=== hazard_ctrl_unit ===
File: config.mk
export PLATFORM = sky130hd
export DESIGN_NAME = hazard_ctrl_unit
export DESIGN_NICKNAME = d
export VERILOG_FILES = /design/src/rtl/hazard_ctrl_unit.sv
export SDC_FILE = /design/constraint.sdc
export NUM_CORES = 1
export LEC_CHECK = 0
export ABC_AREA = 0
export ABC_CLOCK_PERIOD_IN_PS = 3800
export CELL_PAD_IN_SITES_DETAIL_PLACEMENT = 2
export CELL_PAD_IN_SITES_GLOBAL_PLACEMENT = 2
export CORE_ASPECT_RATIO = 1.5
export CORE_UTILIZATION = 35
export CTS_CLUSTER_DIAMETER = 100
export DETAILED_ROUTE_END_ITERATION = 8
export DONT_BUFFER_PORTS = 1
export PLACE_DENSITY = 0.81
export SETUP_SLACK_MARGIN = 0.3
export SLEW_MARGIN = 20
export SYNTH_ARGS = -nofsm -noshare
export SYNTH_HDL_FRONTEND = slang
export SYNTH_SLANG_ARGS = --single-unit
File: constraint.sdc
create_clock -name clk -period 3.8 [get_ports clk]
set_input_delay 0.76 -clock clk [delete_from_list [all_inputs] [get_ports clk]]
set_output_delay 0.76 -clock clk [all_outputs]
set_load 0.005 [all_outputs]
File: src/rtl/hazard_ctrl_unit.sv
// rtl/hazard_ctrl_unit.sv - pipeline hold/flush controller with divider sequencing and stall counter
module hazard_ctrl_unit #(
   parameter int unsigned DIV_LATENCY = 34,
   parameter int unsigned REG_ADDR_W  = 5,
   parameter int unsigned CNT_W       = 32
) (
   input  logic                  clk,
   input  logic                  rst_n,
   input  logic [REG_ADDR_W-1:0] id_rs1_addr_i,
   input  logic [REG_ADDR_W-1:0] id_rs2_addr_i,
   input  logic                  id_rs1_used_i,
   input  logic                  id_rs2_used_i,
   input  logic [REG_ADDR_W-1:0] ex_rd_addr_i,
   input  logic                  ex_mem_read_i,
   input  logic                  ex_div_i,
   input  logic                  ex_redirect_i,
   input  logic                  mem_req_i,
   input  logic                  mem_ready_i,
   output logic                  pc_hold_o,
   output logic                  if_id_hold_o,
   output logic                  id_ex_hold_o,
   output logic                  ex_mem_hold_o,
   output logic                  if_id_flush_o,
   output logic                  id_ex_flush_o,
   output logic                  ex_mem_flush_o,
   output logic                  mem_wb_flush_o,
   output logic                  div_start_o,
   output logic                  div_done_o,
   output logic [CNT_W-1:0]      stall_cnt_o
);

   typedef enum logic [1:0] {
      RUN      = 2'd0,
      DIV_BUSY = 2'd1,
      DIV_DONE = 2'd2
   } state_e;

   localparam logic [7:0] CNT_LOAD = 8'(DIV_LATENCY - 2);

   state_e             state_q, state_d;
   logic [7:0]         cnt_q, cnt_d;
   logic [CNT_W-1:0]   stall_q, stall_d;
   logic               freeze;
   logic               lu;

   assign freeze = mem_req_i & ~mem_ready_i;
   assign lu     = ex_mem_read_i & (ex_rd_addr_i != '0) &
                   ((id_rs1_used_i & (id_rs1_addr_i == ex_rd_addr_i)) |
                    (id_rs2_used_i & (id_rs2_addr_i == ex_rd_addr_i)));

   // The transition out of DIV_BUSY fires on the cycle whose decrement reaches zero,
   // so done lands exactly DIV_LATENCY-1 cycles after the start pulse.
   always_comb begin
      state_d = state_q;
      cnt_d   = cnt_q;
      unique case (state_q)
         RUN: begin
            if (ex_div_i && !freeze) begin
               cnt_d   = CNT_LOAD;
               state_d = (CNT_LOAD == 8'd0) ? DIV_DONE : DIV_BUSY;
            end
         end
         DIV_BUSY: begin
            cnt_d = cnt_q - 8'd1;
            if (cnt_q <= 8'd1) begin
               state_d = DIV_DONE;
            end
         end
         DIV_DONE: begin
            if (!freeze) begin
               state_d = RUN;
            end
         end
         default: state_d = RUN;
      endcase
   end

   always_comb begin
      pc_hold_o      = 1'b0;
      if_id_hold_o   = 1'b0;
      id_ex_hold_o   = 1'b0;
      ex_mem_hold_o  = 1'b0;
      if_id_flush_o  = 1'b0;
      id_ex_flush_o  = 1'b0;
      ex_mem_flush_o = 1'b0;
      mem_wb_flush_o = 1'b0;
      div_start_o    = 1'b0;
      div_done_o     = (state_q == DIV_DONE);
      if (freeze) begin
         pc_hold_o      = 1'b1;
         if_id_hold_o   = 1'b1;
         id_ex_hold_o   = 1'b1;
         ex_mem_hold_o  = 1'b1;
         mem_wb_flush_o = 1'b1;
      end else if (state_q == DIV_BUSY) begin
         pc_hold_o      = 1'b1;
         if_id_hold_o   = 1'b1;
         id_ex_hold_o   = 1'b1;
         ex_mem_flush_o = 1'b1;
      end else if (state_q == RUN && ex_div_i) begin
         div_start_o    = 1'b1;
         pc_hold_o      = 1'b1;
         if_id_hold_o   = 1'b1;
         id_ex_hold_o   = 1'b1;
         ex_mem_flush_o = 1'b1;
      end else if (ex_redirect_i) begin
         // ID holds a wrong-path instruction, so a redirect wins over load-use.
         if_id_flush_o  = 1'b1;
         id_ex_flush_o  = 1'b1;
      end else if (lu) begin
         pc_hold_o      = 1'b1;
         if_id_hold_o   = 1'b1;
         id_ex_flush_o  = 1'b1;
      end
   end

   always_comb begin
      stall_d = stall_q;
      if (pc_hold_o && (stall_q != {CNT_W{1'b1}})) begin
         stall_d = stall_q + {{(CNT_W-1){1'b0}}, 1'b1};
      end
   end

   always_ff @(posedge clk or negedge rst_n) begin
      if (!rst_n) begin
         state_q <= RUN;
         cnt_q   <= 8'd0;
         stall_q <= '0;
      end else begin
         state_q <= state_d;
         cnt_q   <= cnt_d;
         stall_q <= stall_d;
      end
   end

   assign stall_cnt_o = stall_q;

endmodule

==> hazard_ctrl_unit/wires.png <==
Two of the layers only.
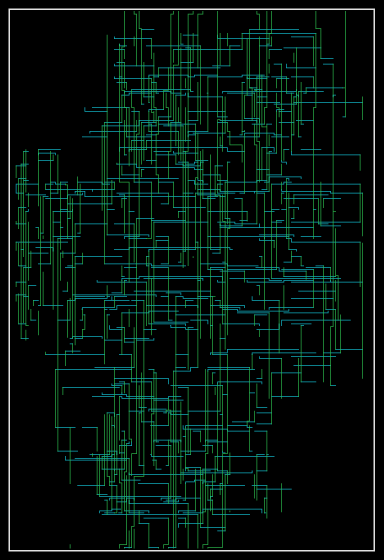
- cyan: metal 1 (wire length 2160 um)
- green: metal 2 (wire length 3110 um)

==> git commit body <==
Store results of the implementation flow

- The run finished with clean final reports.
- The register with the most flip-flops in the layout has 32 of them.
- Via count: 1667
- Of the total power, combinational logic draws 27.4%.
- Library cell with the largest summed area after synthesis: sky130_fd_sc_hd__dfrtp_1
- Per the CTS log, the root buffer master is sky130_fd_sc_hd__clkbuf_8.
- According to the floorplan report, the die height is 101 um.
- By count the netlist is led by 42 x sky130_fd_sc_hd__dfrtp_1, 32 x sky130_fd_sc_hd__nor2_1, 31 x sky130_fd_sc_hd__xor2_1.
- Worst-margin pin slew: 0.873 ns
- The layout report lists the non-clock buffer share of cell area as 0.307%.
- The finished design was reported to have a net count of 258.
- First-pass GRT wire length: 9180 um
- Tap cells: 74
- AO/OA Area Share: 3.71%
* Pwr Total: 0.00139 W
* Final routed wire length divided by cell count: 18.5 um
==> hazard_ctrl_unit/logic_types.png <==
Bar = 20 um.
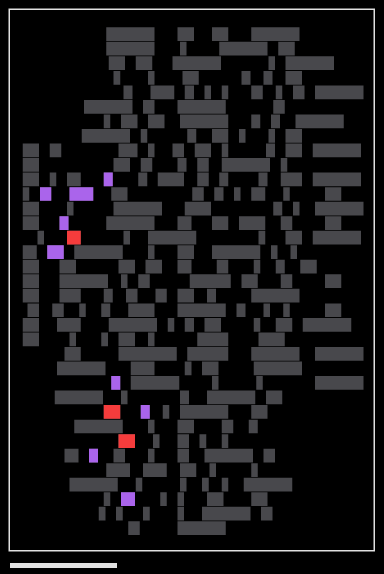
- red: non-inverting ao/oa cells (cells 3)
- purple: aoi and oai cells (cells 9; most used o21ai_0)


=== updown_mod_counter ===
## src/rtl/updown_mod_counter.sv

```systemverilog
// WIDTH-bit loadable up/down counter with programmable modulus, wrap/saturate,
// prescaled count enable, registered terminal-count pulse and sticky wrap flag.
module updown_mod_counter #(
    parameter int WIDTH      = 8,
    parameter int PRESCALE_W = 4
) (
    input  logic                  clk,
    input  logic                  reset,
    input  logic                  load,
    input  logic [WIDTH-1:0]      load_value,
    input  logic                  count_en,
    input  logic                  dir,
    input  logic                  sat_mode,
    input  logic [WIDTH-1:0]      modulus,
    input  logic [PRESCALE_W-1:0] prescale,
    input  logic                  clr_flag,
    input  logic                  oe,
    output logic [WIDTH-1:0]      count_out,
    output logic                  tc_pulse,
    output logic                  wrap_flag
);

    logic [WIDTH-1:0]      count_q, count_d;
    logic [PRESCALE_W-1:0] pre_q, pre_d;
    logic                  tc_q, tc_d;
    logic                  flag_q, flag_d;
    logic                  tick;
    logic                  boundary;

    always_comb begin
        tick     = count_en && !load && (pre_q == prescale);
        boundary = tick && (dir ? (count_q >= modulus) : (count_q == '0));

        pre_d = pre_q;
        if (load)
            pre_d = '0;
        else if (count_en)
            pre_d = tick ? '0 : pre_q + 1'b1;  // wraps through all-ones when above prescale

        count_d = count_q;
        if (load) begin
            count_d = load_value;
        end else if (tick) begin
            if (dir) begin
                if (count_q < modulus)
                    count_d = count_q + 1'b1;
                else
                    count_d = sat_mode ? modulus : '0;
            end else begin
                if (count_q != '0)
                    count_d = count_q - 1'b1;
                else
                    count_d = sat_mode ? '0 : modulus;
            end
        end

        tc_d   = boundary;
        // A boundary event on the same edge as clr_flag keeps the flag set.
        flag_d = boundary ? 1'b1 : (clr_flag ? 1'b0 : flag_q);
    end

    always_ff @(posedge clk or posedge reset) begin
        if (reset) begin
            count_q <= '0;
            pre_q   <= '0;
            tc_q    <= 1'b0;
            flag_q  <= 1'b0;
        end else begin
            count_q <= count_d;
            pre_q   <= pre_d;
            tc_q    <= tc_d;
            flag_q  <= flag_d;
        end
    end

    assign count_out = count_q & {WIDTH{oe}};
    assign tc_pulse  = tc_q;
    assign wrap_flag = flag_q;

endmodule

```

## config.mk

```make
export PLATFORM = sky130hd
export DESIGN_NAME = updown_mod_counter
export DESIGN_NICKNAME = d
export VERILOG_FILES = /design/src/rtl/updown_mod_counter.sv
export SDC_FILE = /design/constraint.sdc
export NUM_CORES = 1
export LEC_CHECK = 0
export CAP_MARGIN = 10
export CORE_ASPECT_RATIO = 1.75
export CORE_MARGIN = 2
export CORE_UTILIZATION = 55
export DETAILED_ROUTE_END_ITERATION = 10
export DONT_BUFFER_PORTS = 1
export PLACE_DENSITY = 0.7
export SETUP_SLACK_MARGIN = 0.05
export SLEW_MARGIN = 20
export SYNTH_ARGS = -nofsm -noshare
export SYNTH_HDL_FRONTEND = slang
export SYNTH_SLANG_ARGS = --single-unit
```

## constraint.sdc

```tcl
create_clock -name clk -period 3.03 [get_ports clk]
set_clock_uncertainty 0.05 [all_clocks]
set_input_delay 0.909 -clock clk [delete_from_list [all_inputs] [get_ports clk]]
set_output_delay 0.909 -clock clk [all_outputs]
set_load 0.005 [all_outputs]
```

==> updown_mod_counter/flops_by_reg.png <==
Bar = 10 um. Other sequential cells in the stronger grey, the rest of the logic in the fainter grey.
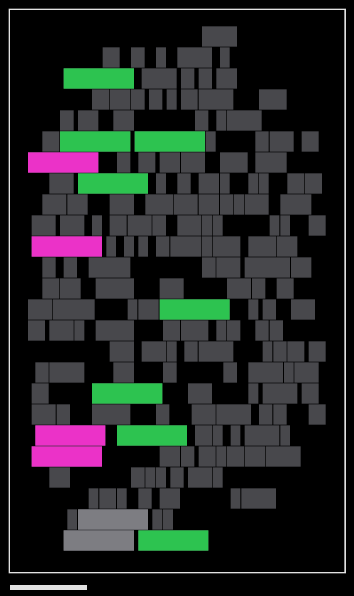
- green: count_q (flops 8)
- magenta: pre_q (flops 4)
- not coloured: 2

==> updown_mod_counter/logic_types.png <==
Bar = 10 um.
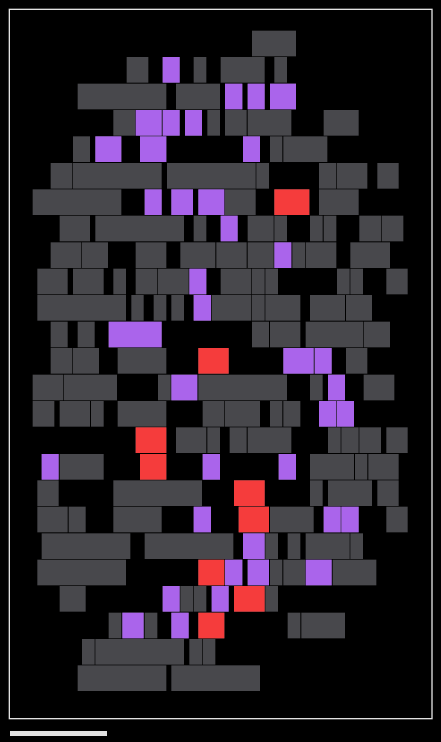
- red: non-inverting ao/oa cells (cells 9; most used o21a_1)
- purple: aoi and oai cells (cells 38; most used o21ai_0)

==> git commit body <==
Store results of the implementation flow

- The synthesized netlist handed to floorplanning was reported with a cell count of 185.
- Cell internal pwr: 0.000367 W
- Clock buf count: 3
* Floorplan core area: 0.00263 mm^2
- Post-CTS timing repair inserted 0 buffers for setup.
- Maximum fanout along the worst path: 4
- Grouping stages by cell kind, the critical path spends the most delay in simple AND/OR/NAND/NOR gates.
* Number of DRC markers in iteration 0: 44
* Fraction of the core area covered by cells at the end of the flow: 58.2%
- As reported, the later end of the worst-skew pair has a clock insertion delay of 0.24 ns.
- Clock transition at path regs: 0.05 ns
- With fillers left out, the area of the finished cells amounts to 0.00153 mm^2.
- Final period utilization: 81.7%
- According to the I/O placement log, the pin count is 38.
- Sequential cell fraction of total power: 43.2%
- Met1 routed wirelength after detailed routing: 1370 um
- In this run the worst hold path is classified as reg -> reg.
- Cell leakage power: 0.677 nW
- Total global-route track usage: 24.9%
- Post-CTS repair ended up resizing 0 cells.
* Fraction of layout cells with a size suffix above 1: 8.33%
- The transition time recorded at the tightest slew-check pin is 0.549 ns.
- Number of buffers between clock root and the deepest sink: 2
- Wires add up to 3510 um.
- Multiplexer share of the synthesized area: 2.78%
* Status: finished clean
- Yosys top cell by instances: sky130_fd_sc_hd__nand2_1
- Max_slew headroom: 63.3%
* Max-area cell share: 23.5%

=== mux_4 ===
==> mux_4/logic_types.png <==
Bar = 20 um.
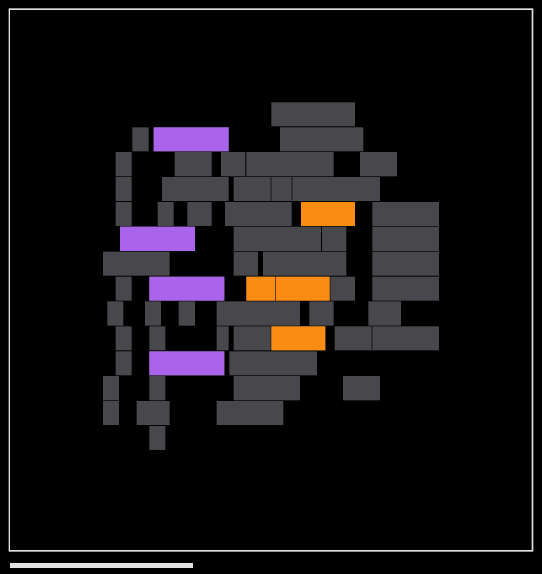
==> mux_4/io_placement.png <==
Pins as bars across the die edge, other pins in grey.
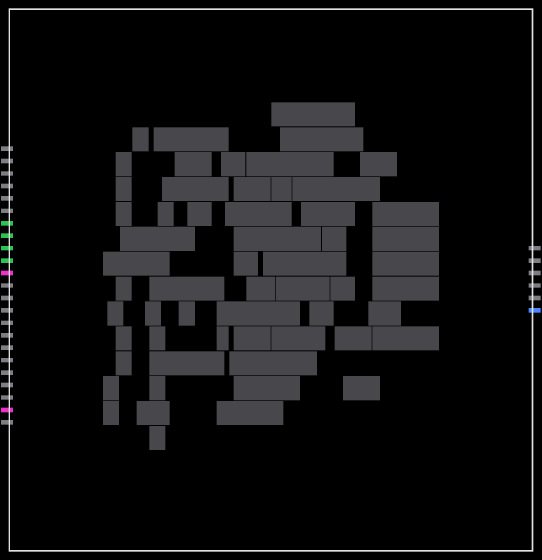
==> mux_4/wires.png <==
Two of the layers only.
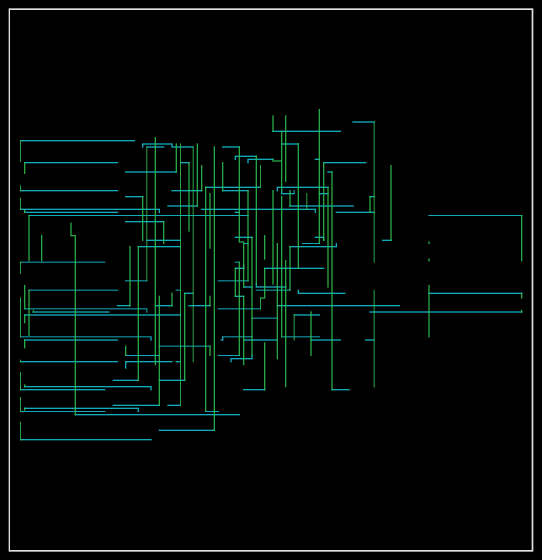
File: src/rtl/mux_4.sv
// Reference 4:1 WIDTH-bit selector: combinational output y, registered copy y_q,
// and a one-cycle y_chg pulse whenever y_q takes a value different from before.
module mux_4 #(
    parameter int unsigned WIDTH = 4
) (
    input  logic             clk,
    input  logic             rst_n,
    input  logic [WIDTH-1:0] d0,
    input  logic [WIDTH-1:0] d1,
    input  logic [WIDTH-1:0] d2,
    input  logic [WIDTH-1:0] d3,
    input  logic [1:0]       sel,
    output logic [WIDTH-1:0] y,
    output logic [WIDTH-1:0] y_q,
    output logic             y_chg
);

    // Same-cycle selection; all four codes decoded explicitly.
    always_comb begin
        y = d0;
        case (sel)
            2'b00: y = d0;
            2'b01: y = d1;
            2'b10: y = d2;
            2'b11: y = d3;
        endcase
    end

    // Registered copy and change flag, compared against the word currently held.
    always_ff @(posedge clk or negedge rst_n) begin
        if (!rst_n) begin
            y_q   <= '0;
            y_chg <= 1'b0;
        end else begin
            y_q   <= y;
            y_chg <= (y != y_q);
        end
    end

endmodule

File: config.mk
export PLATFORM = sky130hd
export DESIGN_NAME = mux_4
export DESIGN_NICKNAME = d
export VERILOG_FILES = /design/src/rtl/mux_4.sv
export SDC_FILE = /design/constraint.sdc
export NUM_CORES = 1
export LEC_CHECK = 0
export CORE_AREA = 10 10 47 49
export CTS_BUF_LIST = sky130_fd_sc_hd__clkbuf_16
export DETAILED_ROUTE_END_ITERATION = 12
export DIE_AREA = 0 0 57 59
export MAX_ROUTING_LAYER = met4
export PLACE_DENSITY = 0.66
export SLEW_MARGIN = 20
export SYNTH_ARGS = -nofsm -noshare
export SYNTH_HDL_FRONTEND = slang
export SYNTH_SLANG_ARGS = --single-unit
File: constraint.sdc
create_clock -name clk -period 0.8 [get_ports clk]
set_input_delay 0.08 -clock clk [delete_from_list [all_inputs] [get_ports clk]]
set_output_delay 0.08 -clock clk [all_outputs]
set_load 0.1 [all_outputs]
==> git commit body <==
Store results of the implementation flow

- The critical path is of the in -> out type.
* Final Setup Violations: 10
- For this design, the CTS-stage hold fixing added 0 buffers.
* Status: finished with violations
- Minimum setup slack in the final design: -0.279 ns
- Entering global routing, the biggest net connects 6 pins.
* Clock insertion delay at the later pin of the skew report: 0.22 ns
- Per report_power, the top consumer among the power groups is combinational logic.
- By area the synthesized netlist is led by sky130_fd_sc_hd__dfrtp_1 49%, sky130_fd_sc_hd__mux4_2 35%, sky130_fd_sc_hd__xnor2_1 14%, sky130_fd_sc_hd__nand4_1 2.4%.
- GR Overflow Total: 0
* Initial antenna violation count: 0
- Max incr delay on CP: 0.36 ns
- The share of synthesized area in the top cell type comes to 48.8%.
- The analysis attributes to cell leakage a power of 0.377 nW.
- Tally of max-capacitance violations: 0
- Library cell with the largest summed area after synthesis: sky130_fd_sc_hd__dfrtp_1
- The checks that failed: negative setup slack.
- Pin placement for this block handled 29 I/O pins.
- Min Tclk post-route: 1.08 ns
- Layer carrying the most global-route usage: met2
About mux_4/logic_types.png:
- orange: xor and xnor cells (cells 4; most used xnor2_2; where middle)
- purple: mux cells (cells 4; most used mux4_2)

About mux_4/io_placement.png:
- magenta: sel (pins 2; direction input; edge left)
- blue: rst_n (pins 1; direction input; edge right)
- green: y (pins 4; direction output; edge left)
- all pins by edge: 23 left, 6 right

About mux_4/wires.png:
- cyan: metal 1 (wire length 523 um)
- green: metal 2 (wire length 576 um)
total global-route track usage: 8.39%
via count: 326
wirelength, routed: 1250 um


=== ps2_host_tx ===
==> ps2_host_tx/logic_types.png <==
Bar = 20 um.
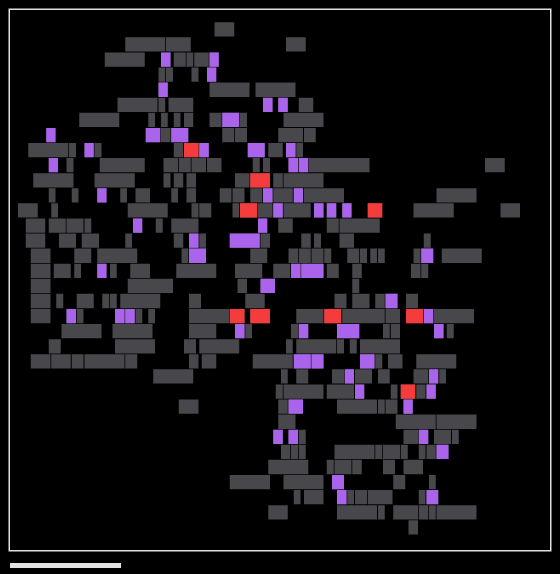
==> ps2_host_tx/wires.png <==
Two of the layers only.
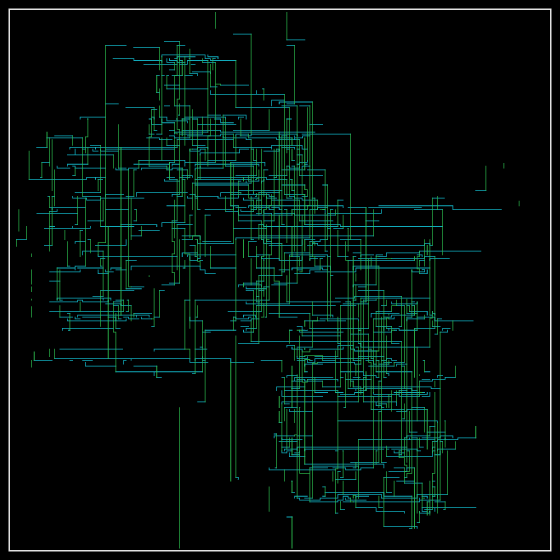
**src/rtl/ps2_host_tx.sv**
```systemverilog
// Host-to-device PS/2 transmitter: inhibits the bus, issues request-to-send, then
// shifts one byte plus odd parity out on device-generated clocks and checks the ACK.
module ps2_host_tx #(
    parameter int unsigned CLK_HZ     = 3500000,
    parameter int unsigned INHIBIT_US = 100,
    parameter int unsigned TIMEOUT_MS = 15
) (
    input  logic       clk,
    input  logic       reset,
    input  logic [7:0] tx_data,
    input  logic       tx_start,
    output logic       tx_busy,
    output logic       tx_done,
    output logic       tx_error,
    input  logic       ps2_clk_in,
    input  logic       ps2_dat_in,
    output logic       ps2_clk_oe,
    output logic       ps2_dat_oe
);

    localparam int unsigned INHIBIT_CYC = 32'((64'(CLK_HZ) * 64'(INHIBIT_US)) / 64'd1000000);
    localparam int unsigned TO_CYC      = 32'((64'(CLK_HZ) * 64'(TIMEOUT_MS)) / 64'd1000);
    localparam int unsigned CW          = $clog2(TO_CYC + 1);

    localparam logic [CW-1:0] INHIBIT_LAST = CW'(INHIBIT_CYC - 1);
    localparam logic [CW-1:0] TO_LAST      = CW'(TO_CYC - 1);

    typedef enum logic [2:0] {
        S_IDLE,
        S_INHIBIT,
        S_RTS,
        S_SEND,
        S_ACK,
        S_WAIT_IDLE
    } state_t;

    state_t        r_state;
    logic [CW-1:0] r_cnt;
    logic [3:0]    r_n;
    logic [8:0]    r_shift;
    logic          r_busy;
    logic          r_done;
    logic          r_error;
    logic          r_clk_oe;
    logic          r_dat_oe;

    logic          r_clk_meta;
    logic          r_clk_sync;
    logic          r_clk_prev;
    logic          r_dat_meta;
    logic          r_dat_sync;

    state_t        w_state_nx;
    logic [CW-1:0] w_cnt_nx;
    logic [3:0]    w_n_nx;
    logic [8:0]    w_shift_nx;
    logic          w_busy_nx;
    logic          w_done_nx;
    logic          w_error_nx;
    logic          w_clk_oe_nx;
    logic          w_dat_oe_nx;

    logic          w_fe;
    logic          w_timeout;
    logic          w_timed_state;

    assign w_fe          = r_clk_prev & ~r_clk_sync;
    assign w_timeout     = (r_cnt == TO_LAST);
    assign w_timed_state = (r_state == S_RTS) || (r_state == S_SEND) ||
                           (r_state == S_ACK) || (r_state == S_WAIT_IDLE);

    // Synchronisers idle high so reset never manufactures a falling edge.
    always_ff @(posedge clk) begin
        if (reset) begin
            r_clk_meta <= 1'b1;
            r_clk_sync <= 1'b1;
            r_clk_prev <= 1'b1;
            r_dat_meta <= 1'b1;
            r_dat_sync <= 1'b1;
        end else begin
            r_clk_meta <= ps2_clk_in;
            r_clk_sync <= r_clk_meta;
            r_clk_prev <= r_clk_sync;
            r_dat_meta <= ps2_dat_in;
            r_dat_sync <= r_dat_meta;
        end
    end

    always_ff @(posedge clk) begin
        if (reset) begin
            r_state  <= S_IDLE;
            r_cnt    <= '0;
            r_n      <= '0;
            r_shift  <= '0;
            r_busy   <= 1'b0;
            r_done   <= 1'b0;
            r_error  <= 1'b0;
            r_clk_oe <= 1'b0;
            r_dat_oe <= 1'b0;
        end else begin
            r_state  <= w_state_nx;
            r_cnt    <= w_cnt_nx;
            r_n      <= w_n_nx;
            r_shift  <= w_shift_nx;
            r_busy   <= w_busy_nx;
            r_done   <= w_done_nx;
            r_error  <= w_error_nx;
            r_clk_oe <= w_clk_oe_nx;
            r_dat_oe <= w_dat_oe_nx;
        end
    end

    always_comb begin
        w_state_nx  = r_state;
        w_cnt_nx    = r_cnt;
        w_n_nx      = r_n;
        w_shift_nx  = r_shift;
        w_busy_nx   = r_busy;
        w_done_nx   = 1'b0;
        w_error_nx  = 1'b0;
        w_clk_oe_nx = r_clk_oe;
        w_dat_oe_nx = r_dat_oe;

        if (w_timed_state) begin
            w_cnt_nx = r_cnt + 1'b1;
        end

        case (r_state)
            S_IDLE: begin
                w_clk_oe_nx = 1'b0;
                w_dat_oe_nx = 1'b0;
                w_busy_nx   = 1'b0;
                if (tx_start) begin
                    w_shift_nx  = {~^tx_data, tx_data};
                    w_busy_nx   = 1'b1;
                    w_clk_oe_nx = 1'b1;
                    w_cnt_nx    = '0;
                    w_n_nx      = '0;
                    w_state_nx  = S_INHIBIT;
                end
            end

            S_INHIBIT: begin
                if (r_cnt == INHIBIT_LAST) begin
                    w_dat_oe_nx = 1'b1;
                    w_cnt_nx    = '0;
                    w_state_nx  = S_RTS;
                end else begin
                    w_cnt_nx = r_cnt + 1'b1;
                end
            end

            // Data was pulled low on entry while the clock was still held; release clock now.
            S_RTS: begin
                w_clk_oe_nx = 1'b0;
                w_n_nx      = '0;
                w_state_nx  = S_SEND;
            end

            S_SEND: begin
                if (w_fe) begin
                    if (r_n == 4'd9) begin
                        w_dat_oe_nx = 1'b0;
                        w_n_nx      = 4'd10;
                        w_state_nx  = S_ACK;
                    end else begin
                        w_dat_oe_nx = ~r_shift[r_n];
                        w_n_nx      = r_n + 4'd1;
                    end
                end
            end

            S_ACK: begin
                if (w_fe) begin
                    if (!r_dat_sync) begin
                        w_state_nx = S_WAIT_IDLE;
                    end else begin
                        w_error_nx = 1'b1;
                        w_busy_nx  = 1'b0;
                        w_cnt_nx   = '0;
                        w_state_nx = S_IDLE;
                    end
                end
            end

            S_WAIT_IDLE: begin
                if (r_clk_sync && r_dat_sync) begin
                    w_done_nx  = 1'b1;
                    w_busy_nx  = 1'b0;
                    w_cnt_nx   = '0;
                    w_state_nx = S_IDLE;
                end
            end

            default: begin
                w_clk_oe_nx = 1'b0;
                w_dat_oe_nx = 1'b0;
                w_busy_nx   = 1'b0;
                w_cnt_nx    = '0;
                w_state_nx  = S_IDLE;
            end
        endcase

        // Timeout overrides whatever the state logic decided this cycle, including an ACK.
        if (w_timed_state && w_timeout) begin
            w_clk_oe_nx = 1'b0;
            w_dat_oe_nx = 1'b0;
            w_busy_nx   = 1'b0;
            w_done_nx   = 1'b0;
            w_error_nx  = 1'b1;
            w_cnt_nx    = '0;
            w_n_nx      = '0;
            w_state_nx  = S_IDLE;
        end
    end

    assign tx_busy    = r_busy;
    assign tx_done    = r_done;
    assign tx_error   = r_error;
    assign ps2_clk_oe = r_clk_oe;
    assign ps2_dat_oe = r_dat_oe;

endmodule

```
**config.mk**
```make
export PLATFORM = sky130hd
export DESIGN_NAME = ps2_host_tx
export DESIGN_NICKNAME = d
export VERILOG_FILES = /design/src/rtl/ps2_host_tx.sv
export SDC_FILE = /design/constraint.sdc
export NUM_CORES = 1
export LEC_CHECK = 0
export CORE_UTILIZATION = 25
export CTS_CLUSTER_DIAMETER = 80
export CTS_CLUSTER_SIZE = 28
export DETAILED_ROUTE_END_ITERATION = 6
export GPL_ROUTABILITY_DRIVEN = 0
export PLACE_DENSITY = 0.48
export SLEW_MARGIN = 20
export SYNTH_ARGS = -nofsm -noshare
export SYNTH_HDL_FRONTEND = slang
export SYNTH_SLANG_ARGS = --single-unit
```
**constraint.sdc**
```tcl
create_clock -name clk -period 2.8 [get_ports clk]
set_clock_uncertainty 0.1 [all_clocks]
set_input_delay 0.56 -clock clk [delete_from_list [all_inputs] [get_ports clk]]
set_output_delay 0.56 -clock clk [all_outputs]
set_load 0.05 [all_outputs]
```
==> git commit body <==
Store results of the implementation flow

- Status: finished clean
- At the pin with the least slew margin, the transition time is 0.750 ns.
* Kind of end point of the critical path: flip-flop
* Number of nets at floorplan: 300
* Fraction of layout cells with a size suffix above 1: 10.9%
* Data required time at the worst endpoint: 2.89 ns
- Yosys reported that registers with async set or reset make up 0%.
- The flow inserted 108 tap cells.
- Leading registers by flop count: r_cnt x16, r_shift x9, r_n x4
- Max incr delay on CP: 0.55 ns
- STA lists the endpoint of the worst register-to-register path as ps2_dat_oe.
- Looking at the worst setup and hold paths, the clock pins of their registers show a slew of 0.09 ns.
- STA lists the startpoint of the worst hold path as r_clk_meta.
* Leading cell types in the layout, fill and taps excluded: 42 x sky130_fd_sc_hd__nand2_1, 42 x sky130_fd_sc_hd__dfxtp_1, 29 x sky130_fd_sc_hd__a21oi_1
- Count of final max-slew check failures: 0
- Worst setup SP type: flip-flop
- For this run, the top clock speed supported by timing is 415 MHz.
* Net switching fraction of the power: 25.3%
- The post-route report lists met1 wire length as 2530 um.
* DIE WIDTH: 97.3 um
- The layout report gives the register share of total cell area as 31.4%.
* Met3 capacity usage during global routing: 2.73%
- Clock group: 0.000474 W
- Pwr dens: 477 mW/mm^2
- The register with the most flip-flops in the final layout is r_cnt.
* Cells taking the most area after synthesis: sky130_fd_sc_hd__dfxtp_1 37%, sky130_fd_sc_hd__nand2_1 6.9%, sky130_fd_sc_hd__a21oi_1 6.4%, sky130_fd_sc_hd__nor2_1 3.8%, sky130_fd_sc_hd__nand3_1 3.1%
- For this run, the script counts the antenna cells in the layout as 0.
- Grouping stages by cell kind, the critical path spends the most delay in simple AND/OR/NAND/NOR gates.
* Hold Path Stages: 1
## Picture notes: ps2_host_tx/logic_types.png
- purple: aoi and oai cells (cells 59; most used a21oi_1)
- red: non-inverting ao/oa cells (cells 9; most used a21o_1; where middle)
post-route non-filler standard cell count: 410
share of cell area taken by multi-input logic gates: 50.3%

## Picture notes: ps2_host_tx/wires.png
- green: metal 2 (wire length 2560 um)
- cyan: metal 1 (wire length 2530 um)



## Gallery

Clock routing.
picture 1
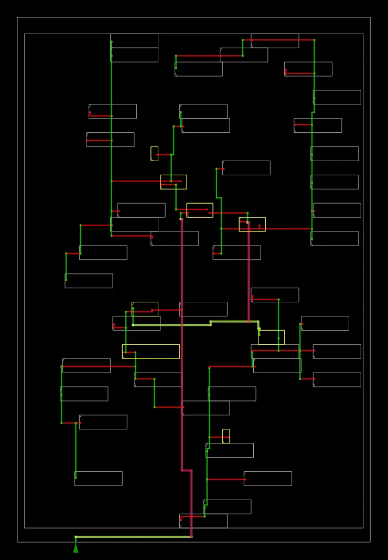
picture 2
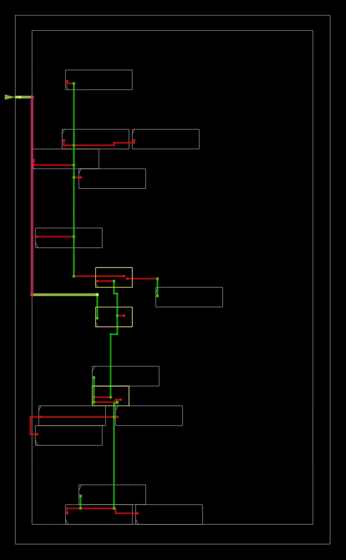
picture 3
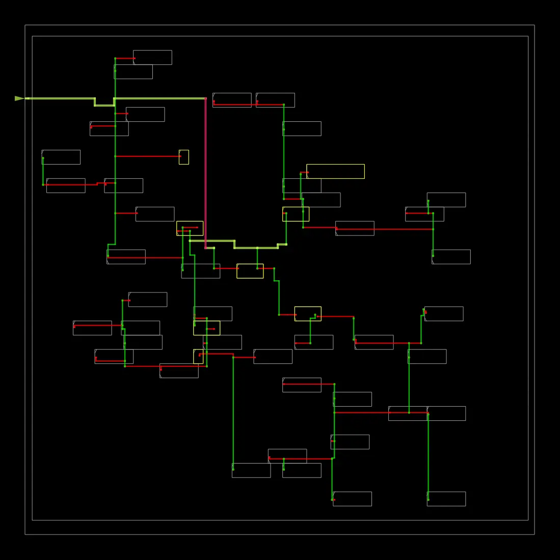
- hazard_ctrl_unit = picture 1
- ps2_host_tx = picture 3
- updown_mod_counter = picture 2

Power figures rest on the tool's default switching activity, not on a simulated workload.
